=== booth_mul_arbiter_flat ===
### Metal 3, booth_mul_arbiter_flat

Scale bar: 20 microns. Cells faint in the background.
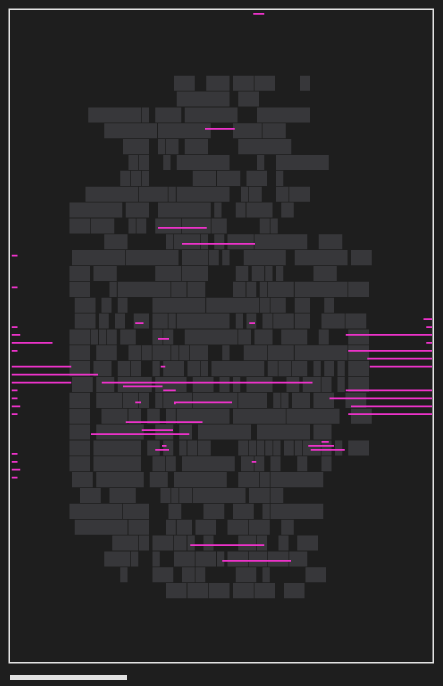

File: src/rtl/booth_pkg.sv
// Shared FSM encodings, Booth recoding pairs and the round-robin picker
// used by the Booth multiplier arbiter and its datapath core.
package booth_pkg;

    typedef enum logic [1:0] {
        ST_IDLE = 2'd0,
        ST_LOAD = 2'd1,
        ST_RUN  = 2'd2,
        ST_DONE = 2'd3
    } state_t;

    localparam logic [1:0] BOOTH_ADD = 2'b01;
    localparam logic [1:0] BOOTH_SUB = 2'b10;

    localparam int unsigned RR_MAX = 8;

    // First set request at or above ptr, wrapping modulo nreq; result is one-hot.
    function automatic logic [RR_MAX-1:0] rr_pick(input logic [RR_MAX-1:0] req,
                                                  input int unsigned       ptr,
                                                  input int unsigned       nreq);
        logic [RR_MAX-1:0] pick;
        logic              found;
        int unsigned       idx;
        pick  = {RR_MAX{1'b0}};
        found = 1'b0;
        for (int unsigned i = 0; i < RR_MAX; i++) begin
            idx = (ptr + i) % nreq;
            if (!found && (i < nreq) && req[idx[2:0]]) begin
                pick[idx[2:0]] = 1'b1;
                found          = 1'b1;
            end else begin
                found = found;
            end
        end
        return pick;
    endfunction

endpackage

File: src/rtl/booth_mul_arbiter_if.sv
// Client-side bus of the shared Booth multiplier: per-client requests and
// operands in, grant/done/product/busy back out.
interface booth_mul_arbiter_if #(
    parameter int unsigned NREQ  = 4,
    parameter int unsigned WIDTH = 4
);
    logic [NREQ-1:0]       req;
    logic [NREQ*WIDTH-1:0] mcand_flat;
    logic [NREQ*WIDTH-1:0] mplier_flat;
    logic [NREQ-1:0]       grant;
    logic [NREQ-1:0]       done;
    logic [2*WIDTH-1:0]    product;
    logic                  busy;

    modport master (
        output req, mcand_flat, mplier_flat,
        input  grant, done, product, busy
    );

    modport slave (
        input  req, mcand_flat, mplier_flat,
        output grant, done, product, busy
    );
endinterface

File: src/rtl/booth_mul_core.sv
// Iterative radix-2 Booth datapath: load latches operands, each step does one
// recode/add/shift. Sequencing is entirely up to whoever drives load/step.
module booth_mul_core
    import booth_pkg::*;
#(
    parameter int unsigned WIDTH = 4
) (
    input  logic               clock,
    input  logic               reset_n,
    input  logic               load,
    input  logic               step,
    input  logic [WIDTH-1:0]   mcand,
    input  logic [WIDTH-1:0]   mplier,
    output logic [2*WIDTH-1:0] p_out
);

    localparam int unsigned PW = 2 * WIDTH + 2;

    // Multiplicand carries one guard bit so the most negative operand squares without overflow.
    logic [WIDTH:0]  m_r;
    logic [PW-1:0]   p_r;
    logic [PW-1:0]   p_step_s;
    logic [WIDTH:0]  acc_s;

    // One Booth iteration: recode the low pair, add/subtract M, arithmetic shift right.
    always_comb begin
        acc_s = p_r[PW-1:WIDTH+1];
        case (p_r[1:0])
            BOOTH_ADD: acc_s = p_r[PW-1:WIDTH+1] + m_r;
            BOOTH_SUB: acc_s = p_r[PW-1:WIDTH+1] - m_r;
            default:   acc_s = p_r[PW-1:WIDTH+1];
        endcase
        p_step_s = {acc_s[WIDTH], acc_s, p_r[WIDTH:1]};
    end

    // Operand/partial-product registers.
    always_ff @(posedge clock or negedge reset_n) begin
        if (!reset_n) begin
            m_r <= {(WIDTH+1){1'b0}};
            p_r <= {PW{1'b0}};
        end else if (load) begin
            m_r <= {mcand[WIDTH-1], mcand};
            p_r <= {{(WIDTH+1){1'b0}}, mplier, 1'b0};
        end else if (step) begin
            m_r <= m_r;
            p_r <= p_step_s;
        end else begin
            m_r <= m_r;
            p_r <= p_r;
        end
    end

    assign p_out = p_r[2*WIDTH:1];

endmodule

File: src/rtl/booth_mul_arbiter.sv
// Round-robin arbiter that owns the shared Booth core: picks a client, loads
// its operands, runs WIDTH steps and returns the product with a done pulse.
module booth_mul_arbiter
    import booth_pkg::*;
#(
    parameter int unsigned NREQ  = 4,
    parameter int unsigned WIDTH = 4
) (
    input logic                clock,
    input logic                reset_n,
    booth_mul_arbiter_if.slave bus
);

    localparam int unsigned PTRW = (NREQ > 1) ? $clog2(NREQ) : 1;
    localparam int unsigned CNTW = $clog2(WIDTH + 1);

    localparam logic [PTRW-1:0] PTR_ONE  = PTRW'(1);
    localparam logic [PTRW-1:0] PTR_LAST = PTRW'(NREQ - 1);
    localparam logic [CNTW-1:0] CNT_ONE  = CNTW'(1);
    localparam logic [CNTW-1:0] CNT_LAST = CNTW'(WIDTH - 1);

    state_t             state_r, state_nxt_s;
    logic [NREQ-1:0]    grant_r, grant_nxt_s;
    logic [NREQ-1:0]    done_r, done_nxt_s;
    logic [2*WIDTH-1:0] product_r, product_nxt_s;
    logic               busy_r, busy_nxt_s;
    logic [PTRW-1:0]    rr_ptr_r, rr_nxt_s;
    logic [CNTW-1:0]    cnt_r, cnt_nxt_s;

    logic [RR_MAX-1:0]  req_ext_s;
    logic [RR_MAX-1:0]  pick_full_s;
    logic [PTRW-1:0]    gidx_s;
    logic [WIDTH-1:0]   mcand_s;
    logic [WIDTH-1:0]   mplier_s;
    logic               load_s;
    logic               step_s;
    logic [2*WIDTH-1:0] p_s;

    // Widen the request vector to the picker's fixed width and arbitrate.
    always_comb begin
        req_ext_s             = {RR_MAX{1'b0}};
        req_ext_s[NREQ-1:0]   = bus.req;
        pick_full_s           = rr_pick(req_ext_s, 32'(rr_ptr_r), NREQ);
    end

    // Encode the granted client and route its operands to the core.
    always_comb begin
        gidx_s   = {PTRW{1'b0}};
        mcand_s  = {WIDTH{1'b0}};
        mplier_s = {WIDTH{1'b0}};
        for (int i = 0; i < int'(NREQ); i++) begin
            if (grant_r[i]) begin
                gidx_s   = PTRW'(i);
                mcand_s  = bus.mcand_flat[i*WIDTH +: WIDTH];
                mplier_s = bus.mplier_flat[i*WIDTH +: WIDTH];
            end else begin
                gidx_s = gidx_s;
            end
        end
    end

    booth_mul_core #(.WIDTH(WIDTH)) u_core (
        .clock   (clock),
        .reset_n (reset_n),
        .load    (load_s),
        .step    (step_s),
        .mcand   (mcand_s),
        .mplier  (mplier_s),
        .p_out   (p_s)
    );

    // Sequencer next-state and next-output logic.
    always_comb begin
        state_nxt_s   = state_r;
        grant_nxt_s   = grant_r;
        done_nxt_s    = {NREQ{1'b0}};
        product_nxt_s = product_r;
        rr_nxt_s      = rr_ptr_r;
        cnt_nxt_s     = cnt_r;
        load_s        = 1'b0;
        step_s        = 1'b0;
        case (state_r)
            ST_IDLE: begin
                if (|pick_full_s) begin
                    grant_nxt_s = pick_full_s[NREQ-1:0];
                    state_nxt_s = ST_LOAD;
                end else begin
                    state_nxt_s = ST_IDLE;
                end
            end
            ST_LOAD: begin
                load_s      = 1'b1;
                cnt_nxt_s   = {CNTW{1'b0}};
                state_nxt_s = ST_RUN;
            end
            ST_RUN: begin
                step_s    = 1'b1;
                cnt_nxt_s = cnt_r + CNT_ONE;
                if (cnt_r == CNT_LAST) begin
                    state_nxt_s = ST_DONE;
                end else begin
                    state_nxt_s = ST_RUN;
                end
            end
            ST_DONE: begin
                product_nxt_s = p_s;
                done_nxt_s    = grant_r;
                grant_nxt_s   = {NREQ{1'b0}};
                rr_nxt_s      = (gidx_s == PTR_LAST) ? {PTRW{1'b0}} : (gidx_s + PTR_ONE);
                state_nxt_s   = ST_IDLE;
            end
            default: begin
                grant_nxt_s = {NREQ{1'b0}};
                state_nxt_s = ST_IDLE;
            end
        endcase
        busy_nxt_s = (state_nxt_s != ST_IDLE);
    end

    // State and registered outputs.
    always_ff @(posedge clock or negedge reset_n) begin
        if (!reset_n) begin
            state_r   <= ST_IDLE;
            grant_r   <= {NREQ{1'b0}};
            done_r    <= {NREQ{1'b0}};
            product_r <= {(2*WIDTH){1'b0}};
            busy_r    <= 1'b0;
            rr_ptr_r  <= {PTRW{1'b0}};
            cnt_r     <= {CNTW{1'b0}};
        end else begin
            state_r   <= state_nxt_s;
            grant_r   <= grant_nxt_s;
            done_r    <= done_nxt_s;
            product_r <= product_nxt_s;
            busy_r    <= busy_nxt_s;
            rr_ptr_r  <= rr_nxt_s;
            cnt_r     <= cnt_nxt_s;
        end
    end

    assign bus.grant   = grant_r;
    assign bus.done    = done_r;
    assign bus.product = product_r;
    assign bus.busy    = busy_r;

endmodule

File: src/flat_wrapper.sv
// flat-port wrapper written by rule: the top's interface ports become plain ports
module booth_mul_arbiter_flat import booth_pkg::*;
#(
    parameter int unsigned NREQ  = 4,
    parameter int unsigned WIDTH = 4
)
  (clock, reset_n, bus_req, bus_mcand_flat, bus_mplier_flat, bus_grant, bus_done, bus_product, bus_busy);
  booth_mul_arbiter_if #(.NREQ(NREQ), .WIDTH(WIDTH)) bus_i ();
  input logic clock;
  input logic reset_n;
  input wire logic [$bits(bus_i.req)-1:0] bus_req;
  input wire logic [$bits(bus_i.mcand_flat)-1:0] bus_mcand_flat;
  input wire logic [$bits(bus_i.mplier_flat)-1:0] bus_mplier_flat;
  output wire logic [$bits(bus_i.grant)-1:0] bus_grant;
  output wire logic [$bits(bus_i.done)-1:0] bus_done;
  output wire logic [$bits(bus_i.product)-1:0] bus_product;
  output wire logic [$bits(bus_i.busy)-1:0] bus_busy;
  assign bus_i.req = bus_req;
  assign bus_i.mcand_flat = bus_mcand_flat;
  assign bus_i.mplier_flat = bus_mplier_flat;
  assign bus_grant = bus_i.grant;
  assign bus_done = bus_i.done;
  assign bus_product = bus_i.product;
  assign bus_busy = bus_i.busy;
  booth_mul_arbiter #(.NREQ(NREQ), .WIDTH(WIDTH)) u_core (.clock(clock), .reset_n(reset_n), .bus(bus_i));
endmodule
File: config.mk
export PLATFORM = sky130hd
export DESIGN_NAME = booth_mul_arbiter_flat
export DESIGN_NICKNAME = d
export VERILOG_FILES = /design/src/rtl/booth_pkg.sv /design/src/rtl/booth_mul_arbiter_if.sv /design/src/rtl/booth_mul_core.sv /design/src/rtl/booth_mul_arbiter.sv /design/src/flat_wrapper.sv
export SDC_FILE = /design/constraint.sdc
export NUM_CORES = 1
export LEC_CHECK = 0
export CORE_ASPECT_RATIO = 1.75
export CORE_MARGIN = 10
export CORE_UTILIZATION = 50
export CTS_BUF_LIST = sky130_fd_sc_hd__clkbuf_4 sky130_fd_sc_hd__clkbuf_8
export CTS_CLUSTER_SIZE = 16
export DETAILED_ROUTE_END_ITERATION = 8
export PLACE_DENSITY = 0.86
export SLEW_MARGIN = 20
export SYNTH_ARGS = -nofsm -noshare
export SYNTH_HDL_FRONTEND = slang
export SYNTH_SLANG_ARGS = --single-unit
File: constraint.sdc
create_clock -name clock -period 4.18 [get_ports clock]
set_clock_uncertainty 0.05 [all_clocks]
set_input_delay 0.418 -clock clock [delete_from_list [all_inputs] [get_ports clock]]
set_output_delay 0.418 -clock clock [all_outputs]
set_load 0.02 [all_outputs]
=== pwm_multichannel_wb ===
[config.mk]
export PLATFORM = sky130hd
export DESIGN_NAME = pwm_multichannel_wb
export DESIGN_NICKNAME = d
export VERILOG_FILES = /design/src/rtl/pwm_multichannel_wb.sv
export SDC_FILE = /design/constraint.sdc
export NUM_CORES = 1
export LEC_CHECK = 0
export ABC_AREA = 1
export CAP_MARGIN = 20
export CORE_MARGIN = 3
export CORE_UTILIZATION = 55
export CTS_CLUSTER_DIAMETER = 30
export DETAILED_ROUTE_END_ITERATION = 7
export PLACE_DENSITY = 0.79
export SYNTH_ARGS = -nofsm -noshare
export SYNTH_HDL_FRONTEND = slang
export SYNTH_SLANG_ARGS = --single-unit
[constraint.sdc]
create_clock -name wb_clk_i -period 8.9 [get_ports wb_clk_i]
set_input_delay 2.225 -clock wb_clk_i [delete_from_list [all_inputs] [get_ports wb_clk_i]]
set_output_delay 2.225 -clock wb_clk_i [all_outputs]
set_load 0.05 [all_outputs]
[src/rtl/pwm_multichannel_wb.sv]
// pwm_multichannel_wb
// NUM_CH-channel PWM generator on a Wishbone classic slave port. All channels
// share one counter running 0..PERIOD. Each channel has a rise and a fall edge
// position; rise > fall gives a pulse that spans the counter wrap. RISE, FALL
// and PERIOD are written into shadow registers and copied to the active set
// on a counter wrap, so a period in progress is never cut short. The copy also
// happens every cycle while disabled or in immediate mode.
//
// Ports
//   wb_clk_i, wb_rst_i        clock, synchronous active-high reset
//   wbs_stb_i/cyc_i/we_i      Wishbone classic request qualifiers
//   wbs_sel_i                 byte-lane enables for writes
//   wbs_adr_i, wbs_dat_i      byte address and write data
//   wbs_ack_o, wbs_dat_o      registered acknowledge and read data
//   pwm_out[NUM_CH]           PWM level after per-channel polarity
//   rise_strobe, fall_strobe  one-cycle pulse when count hits the edge position
//   period_irq                one-cycle pulse per counter wrap
//
// Register window (byte offsets): 8*ch+0 RISE, 8*ch+4 FALL, 0x40 CTRL,
// 0x44 PERIOD, 0x48 STATUS (bit0 sticky wrap, W1C), 0x4C ID.
module pwm_multichannel_wb #(
  parameter int          NUM_CH       = 4,
  parameter int          WIDTH        = 8,
  parameter logic [31:0] BASE_ADDRESS = 32'h3000_0000
) (
  input  logic              wb_clk_i,
  input  logic              wb_rst_i,
  input  logic              wbs_stb_i,
  input  logic              wbs_cyc_i,
  input  logic              wbs_we_i,
  input  logic [3:0]        wbs_sel_i,
  input  logic [31:0]       wbs_adr_i,
  input  logic [31:0]       wbs_dat_i,
  output logic              wbs_ack_o,
  output logic [31:0]       wbs_dat_o,
  output logic [NUM_CH-1:0] pwm_out,
  output logic [NUM_CH-1:0] rise_strobe,
  output logic [NUM_CH-1:0] fall_strobe,
  output logic              period_irq
);

  localparam logic [31:0] ID_VALUE     = 32'hAA55_3311;
  localparam logic [31:0] WINDOW_BYTES = 32'h0000_0050;
  // enable, immediate and one invert bit per implemented channel
  localparam logic [31:0] CTRL_MASK    = 32'h0000_0003 | (((32'h1 << NUM_CH) - 32'h1) << 16);
  localparam logic [4:0]  WORD_CTRL    = 5'h10;
  localparam logic [4:0]  WORD_PERIOD  = 5'h11;
  localparam logic [4:0]  WORD_STATUS  = 5'h12;
  localparam logic [4:0]  WORD_ID      = 5'h13;

  // shadow (bus-visible) registers
  logic [WIDTH-1:0]  r_rise_sh [NUM_CH];
  logic [WIDTH-1:0]  r_fall_sh [NUM_CH];
  logic [WIDTH-1:0]  r_period_sh;
  logic [31:0]       r_ctrl;
  logic              r_status;

  // active copies used by the counter and comparators
  logic [WIDTH-1:0]  r_rise_act [NUM_CH];
  logic [WIDTH-1:0]  r_fall_act [NUM_CH];
  logic [WIDTH-1:0]  r_period_act;
  logic [WIDTH-1:0]  r_count;

  logic              r_ack;
  logic [31:0]       r_dat;
  logic [NUM_CH-1:0] r_pwm;
  logic [NUM_CH-1:0] r_rise_stb;
  logic [NUM_CH-1:0] r_fall_stb;
  logic              r_irq;

  logic [31:0]       w_offset;
  logic              w_in_window;
  logic              w_req;
  logic              w_wr;
  logic [4:0]        w_word;
  logic [2:0]        w_ch;
  logic              w_is_fall;
  logic              w_chan_region;
  logic              w_enable;
  logic              w_immediate;
  logic              w_wrap;
  logic              w_load_act;
  logic              w_status_clr;
  logic [31:0]       w_rdata;
  logic [NUM_CH-1:0] w_raw;
  logic [NUM_CH-1:0] w_rise_hit;
  logic [NUM_CH-1:0] w_fall_hit;

  function automatic logic [31:0] f_merge(input logic [31:0] old_val,
                                          input logic [31:0] new_val,
                                          input logic [3:0]  sel);
    logic [31:0] res;
    res = old_val;
    for (int b = 0; b < 4; b++) begin
      if (sel[b]) res[8*b +: 8] = new_val[8*b +: 8];
    end
    return res;
  endfunction

  // unsigned subtraction makes addresses below the base land far above the window
  assign w_offset      = wbs_adr_i - BASE_ADDRESS;
  assign w_in_window   = (w_offset < WINDOW_BYTES);
  assign w_req         = wbs_stb_i & wbs_cyc_i & ~r_ack & w_in_window;
  assign w_wr          = w_req & wbs_we_i;
  assign w_word        = w_offset[6:2];
  assign w_ch          = w_offset[5:3];
  assign w_is_fall     = w_offset[2];
  assign w_chan_region = ~w_offset[6];

  assign w_enable      = r_ctrl[0];
  assign w_immediate   = r_ctrl[1];
  assign w_wrap        = w_enable & (r_count >= r_period_act);
  assign w_load_act    = w_wrap | ~w_enable | w_immediate;
  assign w_status_clr  = w_wr & ~w_chan_region & (w_word == WORD_STATUS)
                         & wbs_sel_i[0] & wbs_dat_i[0];

  always_comb begin
    w_rdata = '0;
    if (w_chan_region) begin
      for (int ch = 0; ch < NUM_CH; ch++) begin
        if (w_ch == 3'(ch)) begin
          w_rdata = w_is_fall ? 32'(r_fall_sh[ch]) : 32'(r_rise_sh[ch]);
        end
      end
    end else begin
      case (w_word)
        WORD_CTRL:   w_rdata = r_ctrl;
        WORD_PERIOD: w_rdata = 32'(r_period_sh);
        WORD_STATUS: w_rdata = {31'b0, r_status};
        WORD_ID:     w_rdata = ID_VALUE;
        default:     w_rdata = '0;
      endcase
    end
  end

  always_comb begin
    w_raw      = '0;
    w_rise_hit = '0;
    w_fall_hit = '0;
    for (int ch = 0; ch < NUM_CH; ch++) begin
      if (r_rise_act[ch] < r_fall_act[ch]) begin
        w_raw[ch] = (r_count >= r_rise_act[ch]) && (r_count < r_fall_act[ch]);
      end else if (r_rise_act[ch] > r_fall_act[ch]) begin
        // pulse spans the wrap
        w_raw[ch] = (r_count >= r_rise_act[ch]) || (r_count < r_fall_act[ch]);
      end
      w_rise_hit[ch] = (r_count == r_rise_act[ch]);
      w_fall_hit[ch] = (r_count == r_fall_act[ch]);
    end
  end

  always_ff @(posedge wb_clk_i) begin
    if (wb_rst_i) begin
      for (int ch = 0; ch < NUM_CH; ch++) begin
        r_rise_sh[ch] <= '0;
        r_fall_sh[ch] <= '0;
      end
      r_period_sh <= '1;
      r_ctrl      <= '0;
    end else if (w_wr) begin
      if (w_chan_region) begin
        for (int ch = 0; ch < NUM_CH; ch++) begin
          if (w_ch == 3'(ch)) begin
            if (w_is_fall) begin
              r_fall_sh[ch] <= WIDTH'(f_merge(32'(r_fall_sh[ch]), wbs_dat_i, wbs_sel_i));
            end else begin
              r_rise_sh[ch] <= WIDTH'(f_merge(32'(r_rise_sh[ch]), wbs_dat_i, wbs_sel_i));
            end
          end
        end
      end else begin
        case (w_word)
          WORD_CTRL:   r_ctrl      <= f_merge(r_ctrl, wbs_dat_i, wbs_sel_i) & CTRL_MASK;
          WORD_PERIOD: r_period_sh <= WIDTH'(f_merge(32'(r_period_sh), wbs_dat_i, wbs_sel_i));
          default: ;
        endcase
      end
    end
  end

  // a wrap on the same edge as a clear keeps the flag set
  always_ff @(posedge wb_clk_i) begin
    if (wb_rst_i) begin
      r_status <= 1'b0;
    end else if (w_wrap) begin
      r_status <= 1'b1;
    end else if (w_status_clr) begin
      r_status <= 1'b0;
    end
  end

  // actives sample the shadows before any write on this edge lands
  always_ff @(posedge wb_clk_i) begin
    if (wb_rst_i) begin
      for (int ch = 0; ch < NUM_CH; ch++) begin
        r_rise_act[ch] <= '0;
        r_fall_act[ch] <= '0;
      end
      r_period_act <= '1;
      r_count      <= '0;
    end else begin
      if (w_load_act) begin
        for (int ch = 0; ch < NUM_CH; ch++) begin
          r_rise_act[ch] <= r_rise_sh[ch];
          r_fall_act[ch] <= r_fall_sh[ch];
        end
        r_period_act <= r_period_sh;
      end
      if (!w_enable || (r_count >= r_period_act)) begin
        r_count <= '0;
      end else begin
        r_count <= r_count + WIDTH'(1);
      end
    end
  end

  always_ff @(posedge wb_clk_i) begin
    if (wb_rst_i) begin
      r_pwm      <= '0;
      r_rise_stb <= '0;
      r_fall_stb <= '0;
      r_irq      <= 1'b0;
    end else begin
      r_pwm      <= (w_raw & {NUM_CH{w_enable}}) ^ r_ctrl[16 +: NUM_CH];
      r_rise_stb <= w_rise_hit & {NUM_CH{w_enable}};
      r_fall_stb <= w_fall_hit & {NUM_CH{w_enable}};
      r_irq      <= w_wrap;
    end
  end

  always_ff @(posedge wb_clk_i) begin
    if (wb_rst_i) begin
      r_ack <= 1'b0;
      r_dat <= '0;
    end else begin
      r_ack <= w_req;
      r_dat <= w_req ? w_rdata : 32'h0;
    end
  end

  assign wbs_ack_o   = r_ack;
  assign wbs_dat_o   = r_dat;
  assign pwm_out     = r_pwm;
  assign rise_strobe = r_rise_stb;
  assign fall_strobe = r_fall_stb;
  assign period_irq  = r_irq;

endmodule

### Routing congestion map, pwm_multichannel_wb

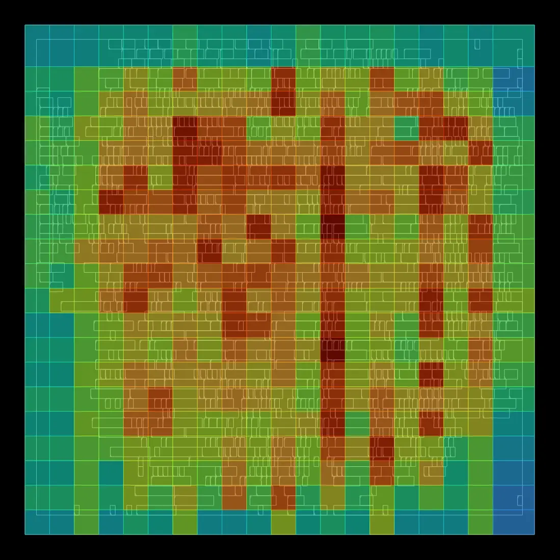
global routing met1 resource utilization: 0.334
global-route track usage on met2: 0.405
most used routing layer in global routing: met2
final core occ: 0.654
aggregate global-route resource usage: 0.248

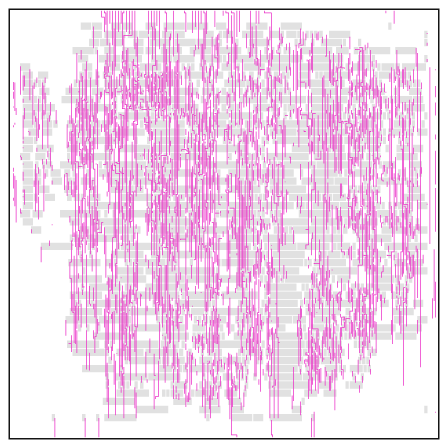
*M2 wires, pwm_multichannel_wb*
Cells faint in the background.
- longest straight run: 91.8 microns
- share of all routed wire: 47%

==> flow_metrics.rpt, pwm_multichannel_wb <==
=== SYNTHESIS / PLACE & ROUTE SUMMARY ===
----------------------------------------------------
[Setup path]
  Slowest cell on crit path ........................ o21ai_0
  Category of the critical setup timing path ........................ input port to flop
  Worst path bufs/invs ........................ 1
  CP Max Fanout ........................ 11
  Crit end category ........................ flop
  Critical path launch point type ........................ input port

[Pwr]
  Power consumption ........................ 1.89 mW
  Leakage component of the power ........................ about 5.6 nW
  Sequential power share ........................ 0.516
  Power Density ........................ 159 nW/um^2
  Comb pwr share ........................ 0.093
  Sw Ratio ........................ 0.250
  Worst-case vdd ir drop ........................ 0.000109 V
  Clock network power consumption ........................ approximately 0.74 mW

[Logic synthesis]
  Warnings from Yosys ........................ 0
  Avg Inst Size Synth ........................ 8.69 sq um
  Dominant combinational cell family by area after synthesis ........................ simple AND/OR/NAND/NOR gates
  Synthesized-area fraction occupied by ao, oa, aoi and oai cells ........................ 0.0631
  Most instantiated cells after synthesis ........................ nor2_1 (231), inv_1 (220), nand2_1 (198)

[Routing]
  WL met2 ........................ approximately 12,000 microns
  WL final ........................ ~25,000 microns

[Global route]
  Number of global-route vias before repair ........................ 7,697

[Placement]
  Port buffer count ........................ 84
  Placer congestion estimate ........................ slightly above 0.9

[Timing]
  Period utilisation layout ........................ 0.551
  Number of setup violations in the final report ........................ 0
  Min Tclk post-route ........................ between 4 and 5 ns

[Cells and area]
  Number of fillers in the final layout ........................ 1,427
  Most used cells in the layout excluding fill and tap cells ........................ nor2_1 (231), inv_1 (220), nand2_1 (197), edfxtp_1 (128), ha_1 (105)
  Diode count ........................ 0
  Flop share of the area ........................ 0.421
  Area-dominant cell class after layout ........................ flip-flops and latches

[Status]
  Outcome ........................ complete, no violations

[CTS]
  Post-cts sizing count ........................ 0
  Count of buffers added by post-CTS timing repair for setup ........................ 0

[Floorplanning]
  Y dimension of the die ........................ roughly 140 microns

----------------------------------------------------
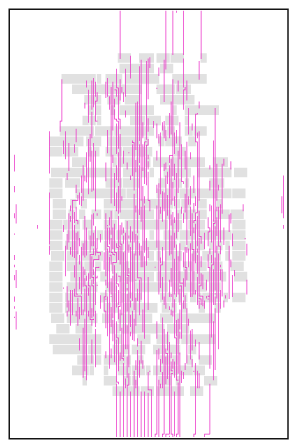
*M2 wires, booth_mul_arbiter_flat*
Cells faint in the background.
- main direction: vertical
- share of all routed wire: 55%
- nets with wire on the layer: 304
- longest straight run: 36.7 microns

## Picture notes: 'Metal 3' of booth_mul_arbiter_flat
- main direction: horizontal
- wire length on this layer: 319 microns
- share of all routed wire: 5.2%
- nets with wire on the layer: 43

==> flow_metrics.rpt, booth_mul_arbiter_flat <==
=== SYNTHESIS / PLACE & ROUTE SUMMARY ===
----------------------------------------------------
[Setup path]
  Source of the critical timing path ........................ u_core.rr_ptr_r[0]
  CP Max Fanout ........................ 8
  End of the worst register-to-register path ........................ u_core.bus.busy
  Category of the critical setup timing path ........................ flop to flop

[Global route]
  Global routing met1 resource utilization ........................ 0.158
  Maximum number of pins on one net before global-route repair ........................ 38
  Global-route track usage on met2 ........................ 0.288
  Global-route wire length before repair ........................ approximately 10,000 microns

[Routing]
  Top routing layer in use ........................ met4
  Iteration count of the initial detailed-routing pass ........................ 4
  DRC marker count from the first detailed-route iteration ........................ 106
  Via count ........................ 2,043
  Vias/cell ........................ 5.94

[Logic synthesis]
  Dominant combinational cell family by area after synthesis ........................ AND-OR/OR-AND gates
  Most popular library cell in the synthesized design by count ........................ dfrtp_1
  Most instantiated cells after synthesis ........................ dfrtp_1 (37), a21oi_1 (25), inv_1 (22)
  Number of instances in the synthesized netlist ........................ 244
  Number of flip-flops and latches in the synthesized netlist ........................ 37

[Flow run]
  Tool warnings ........................ 35

[Timing]
  Period utilisation layout ........................ 0.686
  Final Max-Slew Violation Tally ........................ 0

[Cells and area]
  Tally of clock buffers in the finished layout ........................ 5
  Diode count ........................ 0
  Most frequent logic cell in the layout ........................ clkdlybuf4s50_1

[Min path]
  Class of the worst hold path ........................ input port to async pin

[Pwr]
  Clk network pwr share ........................ 0.092
  Reported sequential group power ........................ 0.675 mW
  Internal power ........................ roughly 1.4 mW

[Status]
  Outcome ........................ complete, no violations

[Floorplanning]
  Number of placed I/O pins ........................ around 55

[Placement]
  Placer congestion estimate ........................ 0.975

[CTS]
  Clock tree from TritonCTS ........................ yes

----------------------------------------------------

==> screenshots <==
Wiring by layer.
panel A
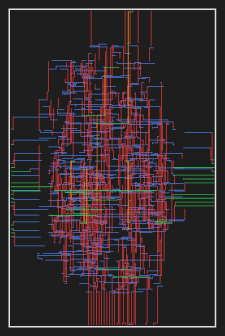
panel B
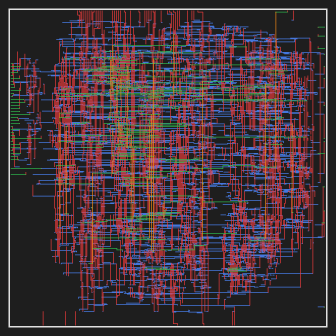
Panel B is pwm_multichannel_wb.
Panel A is booth_mul_arbiter_flat.


=== remote_update_avalon_master ===
==> src/rtl/remote_update_pkg.sv <==
// Shared codes for the remote-update Avalon-MM programming master: parameter/source
// codes, error codes, FSM states and the fixed step table.
package remote_update_pkg;

  localparam int unsigned PageW   = 22;
  localparam int unsigned WdW     = 12;
  localparam int unsigned StatusW = 29;
  localparam int unsigned StepW   = 3;

  // Remote-update parameter codes (av_address[2:0])
  localparam logic [2:0] ParamReconfigSrc = 3'b000;
  localparam logic [2:0] ParamWdValue     = 3'b010;
  localparam logic [2:0] ParamWdEn        = 3'b011;
  localparam logic [2:0] ParamPage        = 3'b100;

  // Source codes (av_address[5:4])
  localparam logic [1:0] SrcCurrent  = 2'b00;
  localparam logic [1:0] SrcReconfig = 2'b01;

  localparam logic [StepW-1:0] StepLastWrite = 3'd2;
  localparam logic [StepW-1:0] StepLast      = 3'd6;

  typedef enum logic [1:0] {
    ErrOk       = 2'd0,
    ErrMismatch = 2'd1,
    ErrTimeout  = 2'd2
  } err_e;

  typedef enum logic [2:0] {
    StIdle,
    StIssue,
    StWaitRd,
    StCheck,
    StFinish
  } state_e;

  typedef struct packed {
    logic       is_read;
    logic [1:0] src;
    logic [2:0] param;
  } step_op_t;

  // Fixed operation sequence: three writes, three read-backs, then the reconfig source.
  function automatic step_op_t step_op(logic [StepW-1:0] step);
    step_op_t op;
    op = '{1'b0, SrcCurrent, ParamPage};
    case (step)
      3'd0:    op = '{1'b0, SrcCurrent, ParamPage};
      3'd1:    op = '{1'b0, SrcCurrent, ParamWdValue};
      3'd2:    op = '{1'b0, SrcCurrent, ParamWdEn};
      3'd3:    op = '{1'b1, SrcCurrent, ParamPage};
      3'd4:    op = '{1'b1, SrcCurrent, ParamWdValue};
      3'd5:    op = '{1'b1, SrcCurrent, ParamWdEn};
      3'd6:    op = '{1'b1, SrcReconfig, ParamReconfigSrc};
      default: op = '{1'b0, SrcCurrent, ParamPage};
    endcase
    return op;
  endfunction

endpackage

==> src/rtl/remote_update_avalon_master.sv <==
// Avalon-MM master that programs the remote-update boot page and watchdog, optionally
// reads each field back, then reads the reconfiguration source.
module remote_update_avalon_master
  import remote_update_pkg::*;
#(
  parameter int unsigned RD_TIMEOUT = 255,
  parameter bit          VERIFY     = 1'b1
) (
  input  logic               clk,
  input  logic               rst_n,
  input  logic               cmd_start,
  input  logic [PageW-1:0]   cmd_page_addr,
  input  logic [WdW-1:0]     cmd_wd_value,
  input  logic               cmd_wd_en,
  output logic               busy,
  output logic               done,
  output logic [1:0]         error,
  output logic [StatusW-1:0] status_src,
  output logic [5:0]         av_address,
  output logic               av_write,
  output logic               av_read,
  output logic [31:0]        av_writedata,
  input  logic               av_waitrequest,
  input  logic [31:0]        av_readdata,
  input  logic               av_readdatavalid
);

  localparam int unsigned CntW = (RD_TIMEOUT > 1) ? $clog2(RD_TIMEOUT + 1) : 1;
  localparam logic [CntW-1:0] CntLast = CntW'(RD_TIMEOUT - 1);

  state_e             state_q;
  logic [StepW-1:0]   step_q;
  logic [PageW-1:0]   page_q;
  logic [WdW-1:0]     wd_q;
  logic               en_q;
  logic [StatusW-1:0] rdata_q;
  logic [CntW-1:0]    cnt_q;

  step_op_t           op;
  logic [31:0]        wdata;
  logic               mismatch;
  logic [StepW-1:0]   step_after_write;
  logic               unused_rdata_hi;

  assign unused_rdata_hi = ^av_readdata[31:StatusW];

  always_comb begin
    op    = step_op(step_q);
    wdata = '0;
    case (step_q)
      3'd0:    wdata = {{(32 - PageW){1'b0}}, page_q};
      3'd1:    wdata = {{(32 - WdW){1'b0}}, wd_q};
      3'd2:    wdata = {31'b0, en_q};
      default: wdata = '0;
    endcase
  end

  // Read-back compare against the latched field, masked to the field width
  always_comb begin
    mismatch = 1'b0;
    case (step_q)
      3'd3:    mismatch = (rdata_q[PageW-1:0] != page_q);
      3'd4:    mismatch = (rdata_q[WdW-1:0] != wd_q);
      3'd5:    mismatch = (rdata_q[0] != en_q);
      default: mismatch = 1'b0;
    endcase
  end

  always_comb begin
    step_after_write = step_q + 3'd1;
    if (!VERIFY && (step_q == StepLastWrite)) step_after_write = StepLast;
  end

  always_ff @(posedge clk or negedge rst_n) begin
    if (!rst_n) begin
      state_q      <= StIdle;
      step_q       <= '0;
      page_q       <= '0;
      wd_q         <= '0;
      en_q         <= 1'b0;
      rdata_q      <= '0;
      cnt_q        <= '0;
      busy         <= 1'b0;
      done         <= 1'b0;
      error        <= ErrOk;
      status_src   <= '0;
      av_address   <= '0;
      av_write     <= 1'b0;
      av_read      <= 1'b0;
      av_writedata <= '0;
    end else begin
      done <= 1'b0;
      unique case (state_q)
        StIdle: begin
          if (cmd_start) begin
            page_q  <= cmd_page_addr;
            wd_q    <= cmd_wd_value;
            en_q    <= cmd_wd_en;
            step_q  <= '0;
            busy    <= 1'b1;
            error   <= ErrOk;
            state_q <= StIssue;
          end
        end

        StIssue: begin
          if (!av_write && !av_read) begin
            // Idle slot: present the command for the current step
            av_write     <= ~op.is_read;
            av_read      <= op.is_read;
            av_address   <= {op.src, 1'b0, op.param};
            av_writedata <= op.is_read ? 32'd0 : wdata;
          end else if (!av_waitrequest) begin
            av_write     <= 1'b0;
            av_read      <= 1'b0;
            av_writedata <= '0;
            if (av_read) begin
              cnt_q   <= '0;
              state_q <= StWaitRd;
            end else begin
              step_q <= step_after_write;
            end
          end
        end

        StWaitRd: begin
          if (av_readdatavalid) begin
            rdata_q <= av_readdata[StatusW-1:0];
            state_q <= StCheck;
          end else if (cnt_q == CntLast) begin
            error   <= ErrTimeout;
            done    <= 1'b1;
            busy    <= 1'b0;
            state_q <= StFinish;
          end else begin
            cnt_q <= cnt_q + 1'b1;
          end
        end

        StCheck: begin
          if (step_q == StepLast) begin
            status_src <= rdata_q;
            done       <= 1'b1;
            busy       <= 1'b0;
            state_q    <= StFinish;
          end else if (mismatch) begin
            error   <= ErrMismatch;
            done    <= 1'b1;
            busy    <= 1'b0;
            state_q <= StFinish;
          end else begin
            step_q  <= step_q + 3'd1;
            state_q <= StIssue;
          end
        end

        // done is high for exactly this cycle; cmd_start is not looked at here
        StFinish: state_q <= StIdle;

        default: state_q <= StIdle;
      endcase
    end
  end

endmodule

==> config.mk <==
export PLATFORM = sky130hd
export DESIGN_NAME = remote_update_avalon_master
export DESIGN_NICKNAME = d
export VERILOG_FILES = /design/src/rtl/remote_update_pkg.sv /design/src/rtl/remote_update_avalon_master.sv
export SDC_FILE = /design/constraint.sdc
export NUM_CORES = 1
export LEC_CHECK = 0
export CORE_MARGIN = 1
export CORE_UTILIZATION = 50
export CTS_BUF_LIST = sky130_fd_sc_hd__clkbuf_4 sky130_fd_sc_hd__clkbuf_8 sky130_fd_sc_hd__clkbuf_16
export CTS_CLUSTER_SIZE = 12
export DETAILED_ROUTE_END_ITERATION = 7
export PLACE_DENSITY_LB_ADDON = 0.2
export SLEW_MARGIN = 5
export SYNTH_ARGS = -nofsm -noshare
export SYNTH_HDL_FRONTEND = slang
export SYNTH_SLANG_ARGS = --single-unit
==> constraint.sdc <==
create_clock -name clk -period 2.63 [get_ports clk]
set_input_delay 0.263 -clock clk [delete_from_list [all_inputs] [get_ports clk]]
set_output_delay 0.263 -clock clk [all_outputs]
set_load 0.02 [all_outputs]
=== pc ===
### src/rtl/pc_pkg.sv
// Shared MIPS package: architecture width, PC FSM state encoding and PC reset value.
package pc_pkg;

    // Architecture data/address width
    localparam int ARCH_WIDTH = 32;

    // PC FSM state type and encoding
    typedef logic [0:0] pc_state_t;
    localparam logic [0:0] ST_RUNNING = 1'b0;
    localparam logic [0:0] ST_HALTED  = 1'b1;

    // Value the PC takes on reset and on flush
    localparam logic [ARCH_WIDTH-1:0] PC_RESET_VALUE = 32'h0000_0000;

endpackage : pc_pkg

### src/rtl/pc.sv
// Program counter with RUNNING/HALTED control FSM.
// Priority per edge: reset > disabled > flush > clear > halt > stall > load.
// o_pc comes straight from the PC register, so there is no input-to-output path.
module pc
    import pc_pkg::*;
#(
    parameter int PC_SIZE = ARCH_WIDTH
) (
    input  logic               i_clk,
    input  logic               i_reset,
    input  logic               i_flush,
    input  logic               i_clear,
    input  logic               i_halt,
    input  logic               i_not_load,
    input  logic               i_enable,
    input  logic [PC_SIZE-1:0] i_next_pc,
    output logic [PC_SIZE-1:0] o_pc
);

    localparam logic [PC_SIZE-1:0] PC_INIT = PC_SIZE'(PC_RESET_VALUE);

    pc_state_t          state_r;
    pc_state_t          state_next_s;
    logic [PC_SIZE-1:0] pc_r;
    logic [PC_SIZE-1:0] pc_next_s;

    // Next-state and next-PC selection in priority order
    always_comb begin
        state_next_s = state_r;
        pc_next_s    = pc_r;
        if (!i_enable) begin
            // frozen: everything holds, control pulses ignored
            state_next_s = state_r;
            pc_next_s    = pc_r;
        end else if (i_flush) begin
            state_next_s = ST_RUNNING;
            pc_next_s    = PC_INIT;
        end else if (i_clear) begin
            // leave HALTED but do not load on the same edge
            state_next_s = ST_RUNNING;
            pc_next_s    = pc_r;
        end else if (i_halt) begin
            state_next_s = ST_HALTED;
            pc_next_s    = pc_r;
        end else begin
            case (state_r)
                ST_RUNNING: begin
                    state_next_s = ST_RUNNING;
                    if (i_not_load) begin
                        pc_next_s = pc_r;
                    end else begin
                        pc_next_s = i_next_pc;
                    end
                end
                ST_HALTED: begin
                    state_next_s = ST_HALTED;
                    pc_next_s    = pc_r;
                end
                default: begin
                    // unreachable encoding: recover to a known state, keep PC
                    state_next_s = ST_RUNNING;
                    pc_next_s    = pc_r;
                end
            endcase
        end
    end

    // State and PC registers with synchronous reset
    always_ff @(posedge i_clk) begin
        if (i_reset) begin
            state_r <= ST_RUNNING;
            pc_r    <= PC_INIT;
        end else begin
            state_r <= state_next_s;
            pc_r    <= pc_next_s;
        end
    end

    assign o_pc = pc_r;

endmodule : pc

### config.mk
export PLATFORM = sky130hd
export DESIGN_NAME = pc
export DESIGN_NICKNAME = d
export VERILOG_FILES = /design/src/rtl/pc_pkg.sv /design/src/rtl/pc.sv
export SDC_FILE = /design/constraint.sdc
export NUM_CORES = 1
export LEC_CHECK = 0
export ABC_AREA = 1
export CORE_ASPECT_RATIO = 2
export CORE_MARGIN = 3
export CORE_UTILIZATION = 44
export DETAILED_ROUTE_END_ITERATION = 7
export PLACE_DENSITY = 0.85
export SKIP_CTS_REPAIR_TIMING = 1
export SYNTH_ARGS = -nofsm -noshare
export SYNTH_HDL_FRONTEND = slang
export SYNTH_SLANG_ARGS = --single-unit
### constraint.sdc
create_clock -name i_clk -period 1.7 [get_ports i_clk]
set_input_delay 0.255 -clock i_clk [delete_from_list [all_inputs] [get_ports i_clk]]
set_output_delay 0.255 -clock i_clk [all_outputs]
set_load 0.01 [all_outputs]

==> notes/layouts.md <==
Pictures saved along the way, in no particular order.

Routing congestion map.
image #1
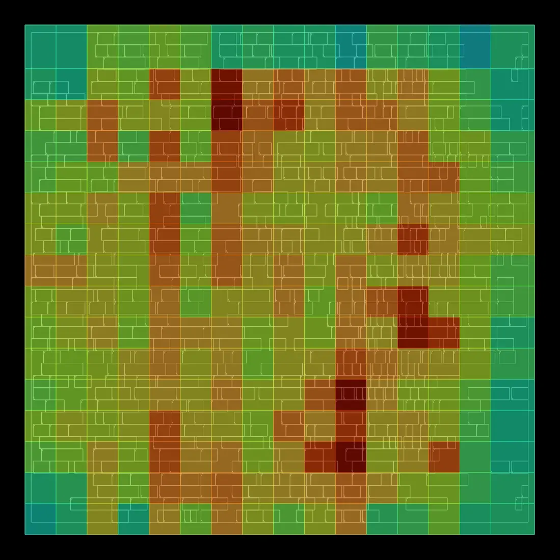
image #2
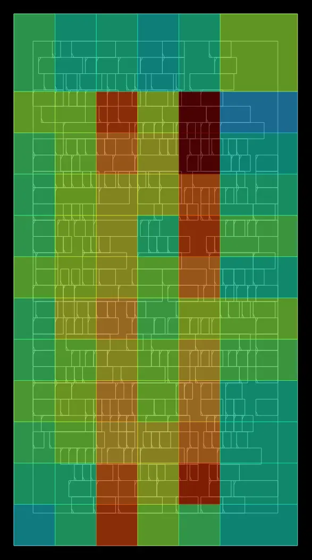
image #2: pc
image #1: remote_update_avalon_master
The one with the most wire per cell is image #1.
The one with the highest track usage is image #1.

### Metal 3, pc

Scale bar: 10 microns. Cells faint in the background.
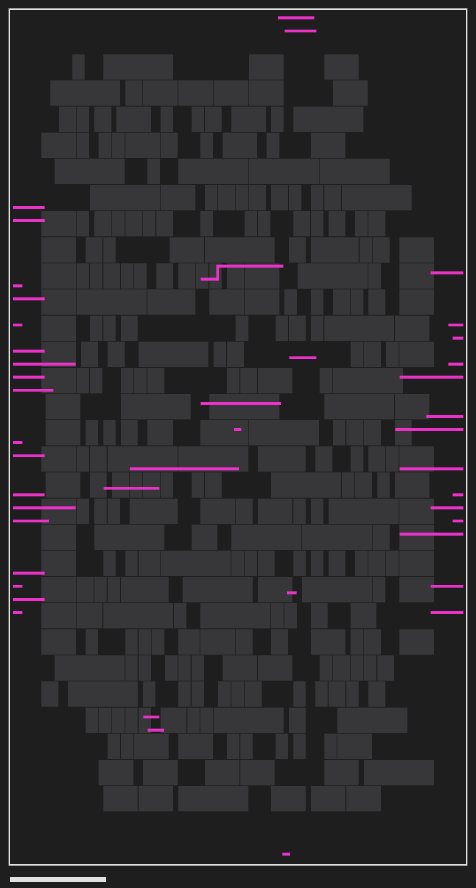
- nets with wire on the layer: 39
- share of all routed wire: 3.7%
- main direction: horizontal
- longest straight run: 11.0 microns
- wire length on this layer: 144 microns

==> flow_metrics.rpt, pc <==
=== SYNTHESIS / PLACE & ROUTE SUMMARY ===
----------------------------------------------------
[Status]
  Outcome ........................ complete, no violations

[Pwr]
  Internal power ........................ 1.40 mW
  Leakage component of the power ........................ 1.02 nW
  Sequential power share ........................ 0.454
  Sw Ratio ........................ 0.257
  Comb pwr share ........................ 0.240

[Routing]
  Routed length per instance ........................ 12.0 microns
  Iteration count of the initial detailed-routing pass ........................ 4
  Vias/cell ........................ 4.93
  Number of remaining DRC errors ........................ 0
  Top routing layer in use ........................ met4

[Logic synthesis]
  Dominant cells by area after synthesis ........................ dfxtp_1 (44%), nand2_1 (16%), a21oi_1 (9.9%)
  Most popular library cell in the synthesized design by count ........................ nand2_1
  Proportion of register bits with asynchronous set or reset after synthesis ........................ 0
  Adder and majority cell fraction of the synthesized area ........................ 0
  Fraction of the mapped netlist area in simple logic gates ........................ 0.368
  Top cell type's share of synthesized area ........................ 0.437

[CTS]
  Clock-pin slew on the worst setup and hold paths ........................ 0.06 ns
  Number of clock buffers inserted by TritonCTS ........................ 5
  Cell chosen for the clock root ........................ clkbuf_8

[Timing]
  Number of setup violations in the final report ........................ 0
  Maximum clock frequency ........................ a little under 0.7 GHz
  Setup TNS after final layout ........................ 0 ns

[Cells and area]
  Final core occ ........................ 0.723
  Multi-input logic area ........................ 714 sq um
  Combinational share of cell area ........................ 0.306
  Finished Cell Area ........................ 2340 sq um
  Number of logic inverters in the finished layout ........................ 8
  Number of flip-flops under the largest register name ........................ 32
  Final Non-Filler Cells ........................ 325
  Clock network share of area ........................ 0.0370
  Net count reported at finish ........................ around 330
  Number of non-clock buffers in the layout ........................ 78
  Area overhead of the layout relative to synthesis ........................ 54.6%
  Layout cells sized above 1 ........................ 0.0612

[Placement]
  Worst setup slack before clock tree synthesis ........................ around 0.23 ns
  Placer congestion estimate ........................ 0.799

[Min path]
  Hold Startpoint ........................ i_enable
  Endpoint of the worst hold path ........................ o_pc[7]
  Worst Hold Depth ........................ 3

[Setup path]
  End of the worst register-to-register path ........................ o_pc[23]
  Source of the critical timing path ........................ o_pc[18]
  Worst EP arrival ........................ between 1 and 1.5 ns

[Floorplanning]
  Well-tap cell count ........................ 31

[Global route]
  Global Route met3 Usage ........................ 0.0367
  Global-route wire length before repair ........................ 6130 microns

----------------------------------------------------
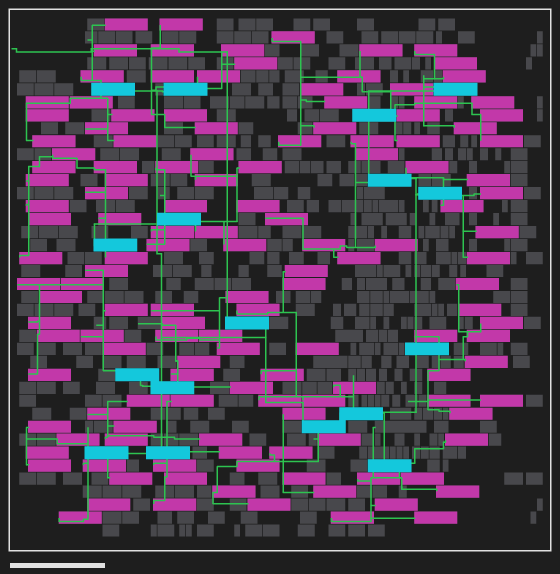
*Clock network drawn from the DEF, remote_update_avalon_master*
Scale bar: 20 microns.
- clock drivers: cyan (count 17)
- clock wires: green (length 1,570 microns)
- flip-flops: magenta (count 139)
- routed clock nets: 18

==> flow_metrics.rpt, remote_update_avalon_master <==
=== SYNTHESIS / PLACE & ROUTE SUMMARY ===
----------------------------------------------------
[Status]
  Outcome ........................ complete, no violations

[Global route]
  Global Route met3 Usage ........................ 0.0739
  Number of global-route vias before repair ........................ ~4,500
  Global routing met1 resource utilization ........................ 0.310
  Initial antenna violation count ........................ 0

[Cells and area]
  Combinational share of cell area ........................ 0.309
  Net count reported at finish ........................ 713
  Area overhead of the layout relative to synthesis ........................ 32.8%
  Tally of clock buffers in the finished layout ........................ 24
  Most frequent logic cell in the layout ........................ dfrtp_1
  Area-dominant cell class after layout ........................ flip-flops and latches
  Number of logic inverters in the finished layout ........................ 9
  Most used cells in the layout excluding fill and tap cells ........................ dfrtp_1 (139), clkdlybuf4s50_1 (128), mux2_2 (93), xnor2_1 (32), nand2_1 (31)

[Floorplanning]
  Core area ........................ 12,000 sq um
  Y dimension of the die ........................ 113 microns
  Row count ........................ 40

[Setup path]
  Worst path max stage delay ........................ 0.47 ns
  CP Max Fanout ........................ 3
  Source of the critical timing path ........................ rdata_q[15]
  Crit. path cell count ........................ 6
  Worst path bufs/invs ........................ 0
  Delay-heaviest family, CP ........................ simple AND/OR/NAND/NOR gates
  Slowest cell on crit path ........................ nor4_1
  R2R Path Start ........................ rdata_q[15]

[Logic synthesis]
  Most instantiated cells after synthesis ........................ dfrtp_1 (139), mux2_2 (93), xnor2_1 (32)
  Top cell type's share of synthesized area ........................ 0.563
  Dominant combinational cell family by area after synthesis ........................ multiplexers
  XOR Share, Synth ........................ 0.0496
  Cell type with the highest aggregate area in the netlist ........................ dfrtp_1
  Post-synth EDFFs ........................ 0
  Chip Area, Yosys ........................ between 6000 and 7000 sq um

[Timing]
  Min Tclk post-route ........................ between 2 and 2.5 ns
  PnR worst setup slack ........................ 0.346 ns
  Setup TNS after final layout ........................ 0 ns
  Final Max-Slew Violation Tally ........................ 0
  Maximum clock frequency ........................ 0.438 GHz
  Setup clock skew after layout ........................ 0.00836 ns

[CTS]
  Sink count of the clock tree ........................ 139
  Clock tree from TritonCTS ........................ yes
  Number of clock buffers inserted by TritonCTS ........................ 17
  Maximum root-to-sink buffer count ........................ 2

[Pwr]
  Leakage component of the power ........................ 3.58 nW
  Comb pwr share ........................ 0.367
  Clock network power consumption ........................ 2.21 mW
  Power Density ........................ 1120 nW/um^2
  Sequential power share ........................ 0.393

[Placement]
  Post-Place Cells ........................ 761
  Worst setup slack before clock tree synthesis ........................ 0.307 ns

[Routing]
  Number of remaining DRC errors ........................ 0
  WL met2 ........................ 6950 microns
  Vias/cell ........................ 5.38
  Via count ........................ 4,273

[Flow run]
  Number of maximum-capacitance constraint violations ........................ 0

[Min path]
  Class of the worst hold path ........................ input port to async pin

----------------------------------------------------


## Gallery

Clock network drawn from the DEF.
shot_01.png
Scale bar: 50 microns.
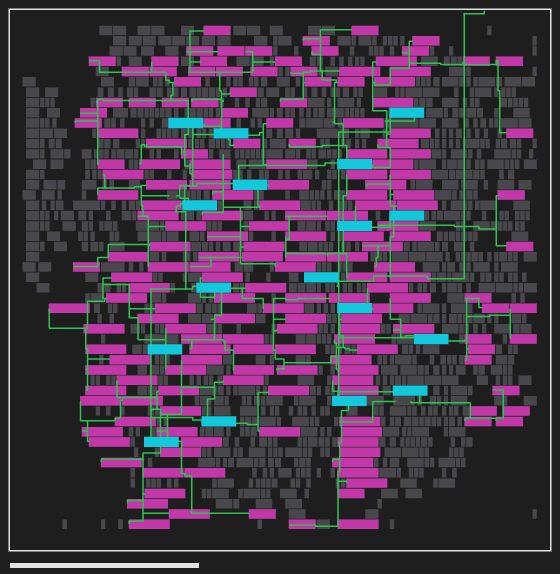
shot_02.png
Scale bar: 20 microns.
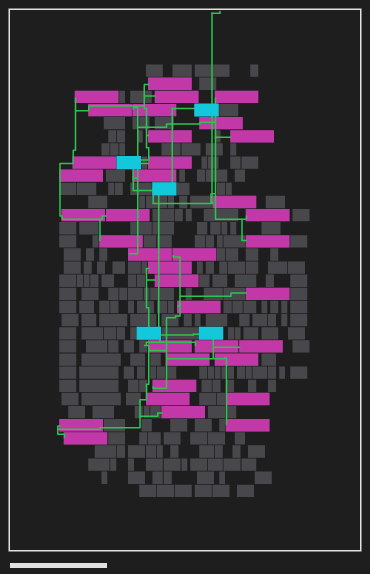
shot_03.png
Scale bar: 10 microns.
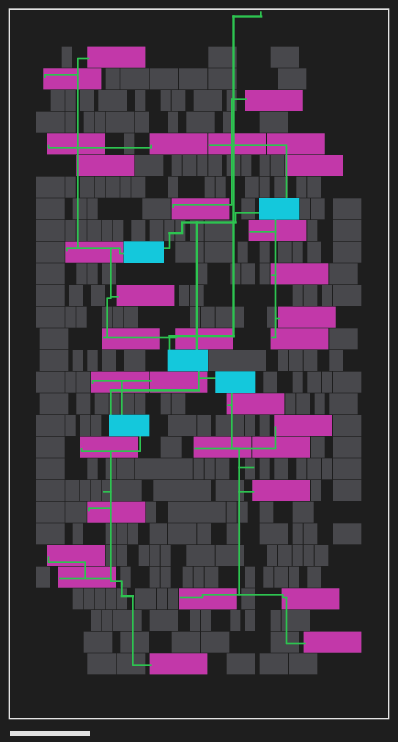
shot_01.png -> pwm_multichannel_wb
shot_03.png -> pc
shot_02.png -> booth_mul_arbiter_flat

Power figures rest on the tool's default switching activity, not on a simulated workload.
